# ---- uart_regfile ----
==> uart_regfile/route_heat.png <==
(4 px per um) The die is cut into 15 by 15 equal tiles; dark purple is low, yellow is high, scaled to the fullest tile. Values are wire area over tile area, all layers added.
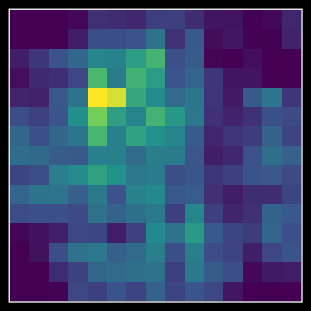

**src/rtl/uart_pkg.sv**
```systemverilog
// Shared definitions for the UART register file: register indices, field
// positions inside CTRL/STATUS/ISR, and the reset baud divisor.
package uart_pkg;

  typedef enum logic [3:0] {
    REG_TXDATA = 4'd0,
    REG_RXDATA = 4'd1,
    REG_STATUS = 4'd2,
    REG_CTRL   = 4'd3,
    REG_BAUD   = 4'd4,
    REG_IER    = 4'd5,
    REG_ISR    = 4'd6
  } reg_idx_e;

  localparam int ISR_W        = 4;
  localparam int ISR_RX_AVAIL = 0;
  localparam int ISR_TX_EMPTY = 1;
  localparam int ISR_RX_OVF   = 2;
  localparam int ISR_TX_OVF   = 3;

  // CTRL[4:0] = {tx_en, rx_en, parity_en, parity_odd, stop2}
  localparam int CTRL_W          = 5;
  localparam int CTRL_STOP2      = 0;
  localparam int CTRL_PARITY_ODD = 1;
  localparam int CTRL_PARITY_EN  = 2;
  localparam int CTRL_RX_EN      = 3;
  localparam int CTRL_TX_EN      = 4;

  localparam int ST_TX_FULL  = 0;
  localparam int ST_TX_EMPTY = 1;
  localparam int ST_RX_FULL  = 2;
  localparam int ST_RX_EMPTY = 3;
  localparam int ST_TX_LEVEL = 8;
  localparam int ST_RX_LEVEL = 16;

  localparam int RX_VALID_BIT = 8;

  localparam logic [15:0] BAUD_RESET = 16'd868;

endpackage

```
**src/rtl/uart_irq_ctrl.sv**
```systemverilog
// Interrupt enable/status registers and the registered interrupt line.
// Sticky overflow bits favour a new set event over a coincident W1C.
module uart_irq_ctrl
  import uart_pkg::*;
(
  input  logic             clk,
  input  logic             rst_n,
  input  logic             ier_we,
  input  logic [ISR_W-1:0] ier_wdata,
  input  logic             w1c_rx_ovf,
  input  logic             w1c_tx_ovf,
  input  logic             rx_overrun,
  input  logic             tx_ovf_set,
  input  logic             rx_empty,
  input  logic             tx_empty,
  output logic [ISR_W-1:0] ier,
  output logic [ISR_W-1:0] isr,
  output logic             irq
);

  logic [ISR_W-1:0] ier_q, ier_d;
  logic             rx_ovf_q, rx_ovf_d;
  logic             tx_ovf_q, tx_ovf_d;
  logic             irq_q, irq_d;

  always_comb begin
    // NOTE: every always_comb output gets a default first so no path leaves it unassigned (no latch).
    isr               = '0;
    isr[ISR_RX_AVAIL] = ~rx_empty;
    isr[ISR_TX_EMPTY] = tx_empty;
    isr[ISR_RX_OVF]   = rx_ovf_q;
    isr[ISR_TX_OVF]   = tx_ovf_q;

    ier_d    = ier_we ? ier_wdata : ier_q;
    rx_ovf_d = rx_overrun | (rx_ovf_q & ~w1c_rx_ovf);
    tx_ovf_d = tx_ovf_set | (tx_ovf_q & ~w1c_tx_ovf);
    irq_d    = |(isr & ier_q);
  end

  // NOTE: state is updated with non-blocking assignments only, so all flops sample the same pre-edge values.
  always_ff @(posedge clk or negedge rst_n) begin
    if (!rst_n) begin
      ier_q    <= '0;
      rx_ovf_q <= 1'b0;
      tx_ovf_q <= 1'b0;
      irq_q    <= 1'b0;
    end else begin
      ier_q    <= ier_d;
      rx_ovf_q <= rx_ovf_d;
      tx_ovf_q <= tx_ovf_d;
      irq_q    <= irq_d;
    end
  end

  assign ier = ier_q;
  assign irq = irq_q;

endmodule

```
**src/rtl/uart_regfile.sv**
```systemverilog
// UART register file: bus decode, CTRL/BAUD storage, TX push / RX pop
// generation and the interrupt sub-block. Writes commit the cycle after reg_wen.
module uart_regfile
  import uart_pkg::*;
#(
  parameter int DATA_WIDTH     = 32,
  parameter int REG_ADDR_WIDTH = 4,
  parameter int FIFO_AW        = 4
) (
  input  logic                      clk,
  input  logic                      rst_n,
  input  logic [REG_ADDR_WIDTH-1:0] reg_addr,
  input  logic [DATA_WIDTH-1:0]     reg_wdata,
  input  logic [DATA_WIDTH/8-1:0]   reg_wstrb,
  input  logic                      reg_wen,
  input  logic                      reg_ren,
  output logic [DATA_WIDTH-1:0]     reg_rdata,
  output logic                      reg_error,
  output logic                      tx_push,
  output logic [7:0]                tx_wdata,
  input  logic                      tx_full,
  input  logic                      tx_empty,
  input  logic [FIFO_AW:0]          tx_level,
  output logic                      rx_pop,
  input  logic [7:0]                rx_rdata,
  input  logic                      rx_full,
  input  logic                      rx_empty,
  input  logic [FIFO_AW:0]          rx_level,
  input  logic                      rx_overrun,
  output logic [15:0]               baud_div,
  output logic                      tx_en,
  output logic                      rx_en,
  output logic                      parity_en,
  output logic                      parity_odd,
  output logic                      stop2,
  output logic                      irq
);

  localparam int STRB_W = DATA_WIDTH / 8;

  localparam logic [REG_ADDR_WIDTH-1:0] A_TXDATA = REG_ADDR_WIDTH'(REG_TXDATA);
  localparam logic [REG_ADDR_WIDTH-1:0] A_RXDATA = REG_ADDR_WIDTH'(REG_RXDATA);
  localparam logic [REG_ADDR_WIDTH-1:0] A_STATUS = REG_ADDR_WIDTH'(REG_STATUS);
  localparam logic [REG_ADDR_WIDTH-1:0] A_CTRL   = REG_ADDR_WIDTH'(REG_CTRL);
  localparam logic [REG_ADDR_WIDTH-1:0] A_BAUD   = REG_ADDR_WIDTH'(REG_BAUD);
  localparam logic [REG_ADDR_WIDTH-1:0] A_IER    = REG_ADDR_WIDTH'(REG_IER);
  localparam logic [REG_ADDR_WIDTH-1:0] A_ISR    = REG_ADDR_WIDTH'(REG_ISR);

  logic              wen_q, wen_d;
  logic [CTRL_W-1:0] ctrl_q, ctrl_d;
  logic [15:0]       baud_q, baud_d;
  logic              ren_q, ren_d;
  logic              seen_q, seen_d;

  logic sel_tx, sel_rx, sel_status, sel_ctrl, sel_baud, sel_ier, sel_isr, mapped;
  logic rd_now, tx_wr, tx_ovf_set;
  logic [ISR_W-1:0]      ier, isr;
  logic [DATA_WIDTH-1:0] rdata;

  always_comb begin
    sel_tx     = 1'b0;
    sel_rx     = 1'b0;
    sel_status = 1'b0;
    sel_ctrl   = 1'b0;
    sel_baud   = 1'b0;
    sel_ier    = 1'b0;
    sel_isr    = 1'b0;
    case (reg_addr)
      A_TXDATA: sel_tx     = 1'b1;
      A_RXDATA: sel_rx     = 1'b1;
      A_STATUS: sel_status = 1'b1;
      A_CTRL:   sel_ctrl   = 1'b1;
      A_BAUD:   sel_baud   = 1'b1;
      A_IER:    sel_ier    = 1'b1;
      A_ISR:    sel_isr    = 1'b1;
      default:  ;
    endcase
    mapped = sel_tx | sel_rx | sel_status | sel_ctrl | sel_baud | sel_ier | sel_isr;
  end

  assign reg_error = ~mapped | (reg_wen & (sel_rx | sel_status));

  always_comb begin
    rdata = '0;
    if (sel_rx) begin
      rdata[7:0]          = rx_rdata;
      rdata[RX_VALID_BIT] = ~rx_empty;
    end
    if (sel_status) begin
      rdata[ST_TX_FULL]                 = tx_full;
      rdata[ST_TX_EMPTY]                = tx_empty;
      rdata[ST_RX_FULL]                 = rx_full;
      rdata[ST_RX_EMPTY]                = rx_empty;
      rdata[ST_TX_LEVEL +: FIFO_AW + 1] = tx_level;
      rdata[ST_RX_LEVEL +: FIFO_AW + 1] = rx_level;
    end
    if (sel_ctrl) rdata[CTRL_W-1:0] = ctrl_q;
    if (sel_baud) rdata[15:0]       = baud_q;
    if (sel_ier)  rdata[ISR_W-1:0]  = ier;
    if (sel_isr)  rdata[ISR_W-1:0]  = isr;
  end

  assign reg_rdata = rdata;

  // The commit cycle uses whatever address/data/strobe are present while wen_q is high.
  always_comb begin
    wen_d  = reg_wen;
    ctrl_d = ctrl_q;
    baud_d = baud_q;
    if (wen_q && sel_ctrl && reg_wstrb[0]) ctrl_d = reg_wdata[CTRL_W-1:0];
    if (wen_q && sel_baud) begin
      if (reg_wstrb[0]) baud_d[7:0]  = reg_wdata[7:0];
      if (reg_wstrb[1]) baud_d[15:8] = reg_wdata[15:8];
    end

    rd_now = reg_ren & sel_rx;
    ren_d  = rd_now;
    seen_d = rd_now & ren_q;
  end

  always_ff @(posedge clk or negedge rst_n) begin
    if (!rst_n) begin
      wen_q  <= 1'b0;
      ctrl_q <= '0;
      baud_q <= BAUD_RESET;
      ren_q  <= 1'b0;
      seen_q <= 1'b0;
    end else begin
      wen_q  <= wen_d;
      ctrl_q <= ctrl_d;
      baud_q <= baud_d;
      ren_q  <= ren_d;
      seen_q <= seen_d;
    end
  end

  // Push/pop are decoded from reset-cleared state, so both are low during reset.
  assign tx_wr      = wen_q & sel_tx & reg_wstrb[0];
  assign tx_push    = tx_wr & ~tx_full;
  assign tx_ovf_set = tx_wr & tx_full;
  assign tx_wdata   = reg_wdata[7:0];
  assign rx_pop     = rd_now & ren_q & ~seen_q & ~rx_empty;

  uart_irq_ctrl u_irq (
    .clk        (clk),
    .rst_n      (rst_n),
    .ier_we     (wen_q & sel_ier & reg_wstrb[0]),
    .ier_wdata  (reg_wdata[ISR_W-1:0]),
    .w1c_rx_ovf (wen_q & sel_isr & reg_wstrb[0] & reg_wdata[ISR_RX_OVF]),
    .w1c_tx_ovf (wen_q & sel_isr & reg_wstrb[0] & reg_wdata[ISR_TX_OVF]),
    .rx_overrun (rx_overrun),
    .tx_ovf_set (tx_ovf_set),
    .rx_empty   (rx_empty),
    .tx_empty   (tx_empty),
    .ier        (ier),
    .isr        (isr),
    .irq        (irq)
  );

  assign baud_div   = baud_q;
  assign tx_en      = ctrl_q[CTRL_TX_EN];
  assign rx_en      = ctrl_q[CTRL_RX_EN];
  assign parity_en  = ctrl_q[CTRL_PARITY_EN];
  assign parity_odd = ctrl_q[CTRL_PARITY_ODD];
  assign stop2      = ctrl_q[CTRL_STOP2];

  logic unused_bits;
  assign unused_bits = ^{reg_wdata[DATA_WIDTH-1:16], reg_wstrb[STRB_W-1:2]};

endmodule

```
**config.mk**
```make
export PLATFORM = sky130hd
export DESIGN_NAME = uart_regfile
export DESIGN_NICKNAME = d
export VERILOG_FILES = /design/src/rtl/uart_pkg.sv /design/src/rtl/uart_irq_ctrl.sv /design/src/rtl/uart_regfile.sv
export SDC_FILE = /design/constraint.sdc
export NUM_CORES = 1
export LEC_CHECK = 0
export CORE_UTILIZATION = 38
export DETAILED_ROUTE_END_ITERATION = 6
export PLACE_DENSITY = 0.88
export SETUP_SLACK_MARGIN = 0.1
export SLEW_MARGIN = 20
export SYNTH_ARGS = -nofsm -noshare
export SYNTH_HDL_FRONTEND = slang
export SYNTH_SLANG_ARGS = --single-unit
```
**constraint.sdc**
```tcl
create_clock -name clk -period 2.9 [get_ports clk]
set_clock_uncertainty 0.05 [all_clocks]
set_input_delay 0.58 -clock clk [delete_from_list [all_inputs] [get_ports clk]]
set_output_delay 0.58 -clock clk [all_outputs]
set_load 0.01 [all_outputs]
```
# ---- cordic_result_packer ----
File: src/rtl/cordic_result_packer_pkg.sv
// Shared types for the CORDIC back end: the final pipeline stage record, the
// 18-bit float layout and the rule that picks which CORDIC output is the result.
package cordic_result_packer_pkg;

  localparam int unsigned FX_W      = 17;  // [12:-4] two's complement
  localparam int unsigned FX_FRAC   = 4;
  localparam int unsigned FP_EXP_W  = 7;
  localparam int unsigned FP_MANT_W = 10;
  localparam int unsigned FP_W      = 1 + FP_EXP_W + FP_MANT_W;

  typedef enum logic [4:0] {
    FN_NOP   = 5'd0,
    FN_SIN   = 5'd1,
    FN_COS   = 5'd2,
    FN_ATAN  = 5'd3,
    FN_MAG   = 5'd4,
    FN_SINH  = 5'd5,
    FN_COSH  = 5'd6,
    FN_ATANH = 5'd7,
    FN_MUL   = 5'd8,
    FN_DIV   = 5'd9
  } func5_t;

  typedef enum logic {
    MODE_ROTATION  = 1'b0,
    MODE_VECTORING = 1'b1
  } mode_t;

  typedef enum logic [1:0] {
    COORD_CIRC = 2'd0,
    COORD_LIN  = 2'd1,
    COORD_HYP  = 2'd2
  } coord_t;

  typedef enum logic [1:0] {
    SEL_X = 2'd0,
    SEL_Y = 2'd1,
    SEL_Z = 2'd2
  } res_sel_t;

  typedef struct packed {
    logic                 sign;
    logic [FP_EXP_W-1:0]  exp;
    logic [FP_MANT_W-1:0] mant;
  } fp18_t;

  typedef struct packed {
    logic                valid;
    func5_t              func;
    mode_t               mode;
    coord_t              coord;
    logic [FX_W-1:0]     x;
    logic [FX_W-1:0]     y;
    logic [FX_W-1:0]     z;
    logic                fp_sign;
    logic [FP_EXP_W-1:0] fp_exponent;
    logic                override;
    logic [FP_W-1:0]     override_val;
  } cordic_reg;

  // Vectoring leaves the angle in z; rotation leaves cos-type results in x and
  // sin-type results in y. The coordinate system does not affect the choice.
  function automatic res_sel_t cordic_result_sel(input func5_t func,
                                                 input mode_t  mode,
                                                 input coord_t coord);
    logic unused_coord;
    unused_coord = ^coord;
    if (mode == MODE_VECTORING)
      return SEL_Z;
    if (func == FN_SIN || func == FN_SINH)
      return SEL_Y;
    return SEL_X;
  endfunction

endpackage

File: src/rtl/cordic_result_packer_fx2fp.sv
// Combinational fixed-point magnitude to 18-bit float conversion: leading-one
// detect, mantissa alignment, exponent rebias and underflow/overflow flagging.
module cordic_fx2fp
  import cordic_result_packer_pkg::*;
#(
  parameter int unsigned EXP_MAX = 127
) (
  input  logic                sign,
  input  logic [FX_W-1:0]     mag,
  input  logic [FP_EXP_W-1:0] fp_exponent,
  output fp18_t               result,
  output logic [1:0]          flags
);

  localparam logic signed [8:0] EXP_MAX_S = 9'(EXP_MAX);

  logic [4:0]        lead;
  logic [FX_W-1:0]   aligned;
  logic signed [8:0] exp_s;
  logic              unused_bits;

  always_comb begin
    lead = '0;
    for (int unsigned i = 0; i < FX_W; i++)
      if (mag[i]) lead = i[4:0];
  end

  // Leading one lands on the MSB; the next FP_MANT_W bits are the truncated mantissa.
  assign aligned     = mag << (5'(FX_W - 1) - lead);
  assign exp_s       = 9'(fp_exponent) + 9'(lead) - 9'(FX_FRAC);
  assign unused_bits = ^{aligned[FX_W-1], aligned[FX_W-FP_MANT_W-2:0]};

  always_comb begin
    result = '0;
    flags  = '0;
    if (mag == '0) begin
      result = '0;
    end else if (exp_s <= 9'sd0) begin
      result.sign = sign;
      flags       = 2'b01;
    end else if (exp_s >= EXP_MAX_S) begin
      result.sign = sign;
      result.exp  = '1;
      flags       = 2'b10;
    end else begin
      result.sign = sign;
      result.exp  = exp_s[FP_EXP_W-1:0];
      result.mant = aligned[FX_W-2 -: FP_MANT_W];
    end
  end

endmodule

File: src/rtl/cordic_result_packer.sv
// CORDIC pipeline back end: selects the result operand, converts it to the
// 18-bit float format and presents it on a two-entry valid/ready output.
module cordic_result_packer
  import cordic_result_packer_pkg::*;
#(
  parameter int unsigned EXP_BIAS = 63
) (
  input  logic        clk,
  input  logic        rst,
  input  cordic_reg   in_reg,
  output logic        in_ready,
  output logic        out_valid,
  input  logic        out_ready,
  output logic [17:0] out_data,
  output logic [4:0]  out_func,
  output logic [1:0]  out_flags
);

  res_sel_t        sel;
  logic [FX_W-1:0] operand;
  logic [FX_W-1:0] op_mag;

  logic                s1_valid;
  logic                s1_sign;
  logic [FX_W-1:0]     s1_mag;
  logic [FP_EXP_W-1:0] s1_exp;
  logic                s1_override;
  logic [FP_W-1:0]     s1_override_val;
  logic [4:0]          s1_func;

  logic  s1_load;
  logic  s2_load;
  fp18_t fp_res;
  logic [1:0] fx_flags;

  always_comb begin
    sel = cordic_result_sel(in_reg.func, in_reg.mode, in_reg.coord);
    case (sel)
      SEL_Y:   operand = in_reg.y;
      SEL_Z:   operand = in_reg.z;
      default: operand = in_reg.x;
    endcase
  end

  // Negating the most negative value yields 2^16, which still fits unsigned.
  assign op_mag = operand[FX_W-1] ? ((~operand) + FX_W'(1)) : operand;

  assign s2_load  = !out_valid || out_ready;
  assign s1_load  = !s1_valid || s2_load;
  assign in_ready = s1_load;

  always_ff @(posedge clk or posedge rst) begin
    if (rst) begin
      s1_valid        <= 1'b0;
      s1_sign         <= 1'b0;
      s1_mag          <= '0;
      s1_exp          <= '0;
      s1_override     <= 1'b0;
      s1_override_val <= '0;
      s1_func         <= '0;
    end else if (s1_load) begin
      s1_valid <= in_reg.valid;
      if (in_reg.valid) begin
        s1_sign         <= in_reg.fp_sign ^ operand[FX_W-1];
        s1_mag          <= op_mag;
        s1_exp          <= in_reg.fp_exponent;
        s1_override     <= in_reg.override;
        s1_override_val <= in_reg.override_val;
        s1_func         <= in_reg.func;
      end
    end
  end

  cordic_fx2fp #(
    .EXP_MAX (2 * EXP_BIAS + 1)
  ) u_fx2fp (
    .sign        (s1_sign),
    .mag         (s1_mag),
    .fp_exponent (s1_exp),
    .result      (fp_res),
    .flags       (fx_flags)
  );

  always_ff @(posedge clk or posedge rst) begin
    if (rst) begin
      out_valid <= 1'b0;
      out_data  <= '0;
      out_func  <= '0;
      out_flags <= '0;
    end else if (s2_load) begin
      out_valid <= s1_valid;
      if (s1_valid) begin
        out_data  <= s1_override ? s1_override_val : fp_res;
        out_flags <= s1_override ? 2'b00 : fx_flags;
        out_func  <= s1_func;
      end
    end
  end

endmodule

File: config.mk
export PLATFORM = sky130hd
export DESIGN_NAME = cordic_result_packer
export DESIGN_NICKNAME = d
export VERILOG_FILES = /design/src/rtl/cordic_result_packer_pkg.sv /design/src/rtl/cordic_result_packer_fx2fp.sv /design/src/rtl/cordic_result_packer.sv
export SDC_FILE = /design/constraint.sdc
export NUM_CORES = 1
export LEC_CHECK = 0
export CAP_MARGIN = 20
export CORE_MARGIN = 5
export CORE_UTILIZATION = 55
export CTS_CLUSTER_SIZE = 10
export DETAILED_ROUTE_END_ITERATION = 7
export GPL_ROUTABILITY_DRIVEN = 1
export GPL_TIMING_DRIVEN = 0
export MAX_ROUTING_LAYER = met4
export PLACE_DENSITY = 0.86
export SYNTH_ARGS = -nofsm -noshare
export SYNTH_HDL_FRONTEND = slang
export SYNTH_SLANG_ARGS = --single-unit
File: constraint.sdc
create_clock -name clk -period 8.4 [get_ports clk]
set_input_delay 1.26 -clock clk [delete_from_list [all_inputs] [get_ports clk]]
set_output_delay 1.26 -clock clk [all_outputs]
set_load 0.005 [all_outputs]
==> cordic_result_packer/route_heat.png <==
(4 px per um) The die is cut into 21 by 21 equal tiles; dark purple is low, yellow is high, scaled to the fullest tile. Values are wire area over tile area, all layers added.
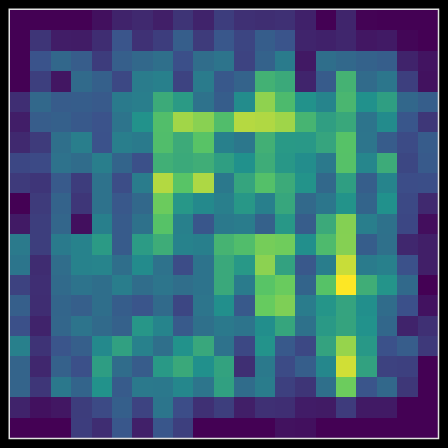
nearly empty tiles: 7.5%
fullest tile: 0.58
densest ninth of the die: centre
emptiest ninth of the die: upper left
tiles over half the peak: 23%
WL final: 14370 um
total track usage: 26.51%
wire length per cell: 17.66 um
via count: 4865

==> out/results.ini, cordic_result_packer <==
[floorplan]
tapCellCount=111
io_pins=117
chipArea_um2=11440

[clocking]
post_cts_buffers=0
cts_resized=0

[placed_design]
pre_cts_ws_ns=3.278

[sta]
period_needed_ns=5.174
fin_ws_ns=3.227
fin_skew_ns=0.009714

[flow_run]
cap_violations=0
openroad.warnings=29

[hold_path]
hp-class=reg -> reg

[layout]
lay_top_count=clkdlybuf4s50_1
nNonClkBuffers=145
area_growth_pct=28.99
final_area_um2=6670
logic_gate_count=451
largestClassByArea=combinational gates

[critical_path]
path_class=reg -> reg

[yosys]
muxShareOfSynthArea_pct=13.82
synth_xor_xnor_area_share_pct=3.363
synthSimpleGateAreaFrac_pct=17.61

[outcome]
status=completed

[global_route]
grt_util_met2_pct=45.41
grt.busiest_layer=met2

[pwr]
swShare_pct=38.82
vdd_drop_max_mv=0.1674
p_per_area_nw_per_um2=239.4

[drt]
routed_via_density=5.977

cordic_result_packer: flip-flops by register name (all words and copies together), names as in the netlist, 2 cells and up:
signal / cells
out_data: 18
out_flags: 2
out_func: 5
s1_exp: 7
s1_func: 5
s1_mag: 17
s1_override_val: 18
cordic_result_packer: path summary, 6_finish.rpt:
check / slack, ns / endpoint / from / depth (start not counted)
max: 3.23 / out_data[3] / s1_mag[4] / 17
min: 0.48 / out_func[1] / s1_func[1] / 2
max reg2reg: 3.23 / out_data[3] / s1_mag[4] / 17
min reg2reg: 0.48 / out_func[1] / s1_func[1] / 2
max in group asynchronous: 6.35 / s1_exp[5] / rst / 2
min in group asynchronous: 1.47 / s1_override_val[5] / rst / 2
cordic_result_packer: cell usage after synthesis, drive strengths merged (4+ instances only):
cell,instances
a2111oi,6
a211o,6
a211oi,9
a21oi,50
a221oi,4
a31oi,4
and2,4
and3,11
buf,7
clkbuf,24
dfrtp,76
ha,9
inv,14
mux2,39
mux2i,23
nand2,71
nand2b,9
nand3,10
nand4,4
nor2,40
nor2b,5
nor3,11
nor4,6
o211ai,4
o21a,4
o21ai,45
o22ai,4
o31ai,8
or2,4
or3,4
xnor2,8
xor2,11
==> uart_regfile/placed.png <==
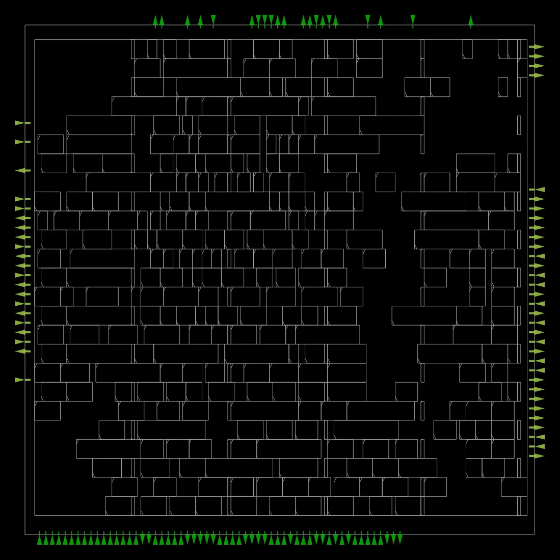
Site Rows: 25
Core ar.: 4786 um2
post-layout util: 64.94%
# Taps: 67

==> uart_regfile/floorplan.png <==
(6 px per um) Pins as bars on the die edge.
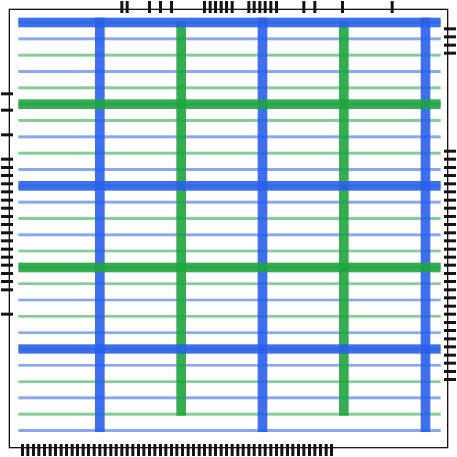
[VSS] blue
[VDD] green
rows: 25
signal pins: 132
met4 straps: 5
met1 rails: 26
met5 straps: 5
die height: 72.82 um
die x size: 72.82 um
Worst VDD drop: 0.3065 mV

About uart_regfile/route_heat.png:
densest ninth of the die: centre
fullest tile: 0.66
tiles over half the peak: 7.6%
emptiest ninth of the die: upper right
mean over tiles: 0.17
WL final: 5551 um
total track usage: 21.40%

==> out/results.ini, uart_regfile <==
[drt]
routed_via_density=4.921
wl_per_cell_um=15.04
route.met2.wl_um=2924
met1_length_um=2281
met3WireLength_um=306
postRouteAntennaNets=0

[yosys]
synth_xor_xnor_area_share_pct=0
yosys_warnings=0
top_cells_by_count=dfrtp_1 (26), buf_4 (21), mux2_2 (18)

[outcome]
status=completed

[clocking]
cts.htree.levels=2

[sta]
hold_slack_ns=0.4787
fmax_mhz=362.2
finalHoldViolations=0
slew_viol_final=0
period_needed_ns=2.761

[critical_path]
path_class=in -> out
cp_top_family=buffers and inverters

[placed_design]
gp_congestion=0.9059
io_buffers=102
pre_cts_ws_ns=-0.2856
placed_area_um2=3020

[floorplan]
chipArea_um2=5302
io_pins=132

[flow_run]
openroad.warnings=44

[global_route]
grt_pass1_vias=1792

[hold_path]
hp-class=reg -> reg

[uart_regfile: final cells by class]
class	instances	area share, %
inverters	6	0.7246
repair buffers	129	38.37
multi-input cells	128	30.43
clock buffers	7	2.456
clock inverters	1	0.1610
flip-flops and latches	31	25.16
well taps	67	2.697
[uart_regfile: stage by stage]
stage / power [mW] / setup TNS [ns]
after CTS: 1.375 / 0
after global placement: 1.033 / -2.874
final: 1.364 / 0
after detailed placement: 1.047 / -3.504
after global routing: 1.433 / 0
after floorplan: 0.7775 / 0
[uart_regfile: worst register-to-register path: cells and delay by family, from the launching register on]
kind	cells	cell delay (ns)
and+or+nand+nor	2	0.62
muxes	1	0.39
DFF	1	0.38
[uart_regfile: power breakdown]
part	switching (mW)	total [mW]	internal [mW]
sequential	0.0577	0.576	0.519
combinational	0.174	0.464	0.290
clock	0.156	0.324	0.168
[uart_regfile: worst paths after layout]
path	from	to	cells after the start
setup / recovery	reg_addr[2]	reg_rdata[5]	7
hold / removal	ren_q	seen_q	1
setup reg to reg	wen_q	u_irq.ier[2]	3
hold reg to reg	ren_q	seen_q	1
max in group asynchronous	rst_n	baud_div[6]	2
min in group asynchronous	rst_n	u_irq.tx_ovf_q	2

==> screenshots <==
Sizing map.
picture 1
(2 px per um)
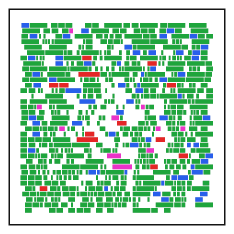
picture 2
(4 px per um)
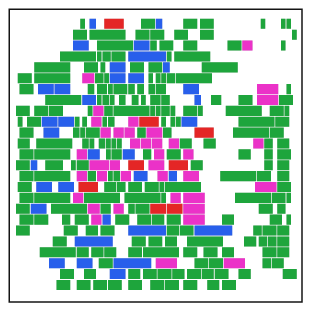
| from | picture |
|---|---|
| uart_regfile | picture 2 |
| cordic_result_packer | picture 1 |
Of these, most cells: picture 1
Of these, largest die: picture 1


Power and IR drop assume default switching activity.
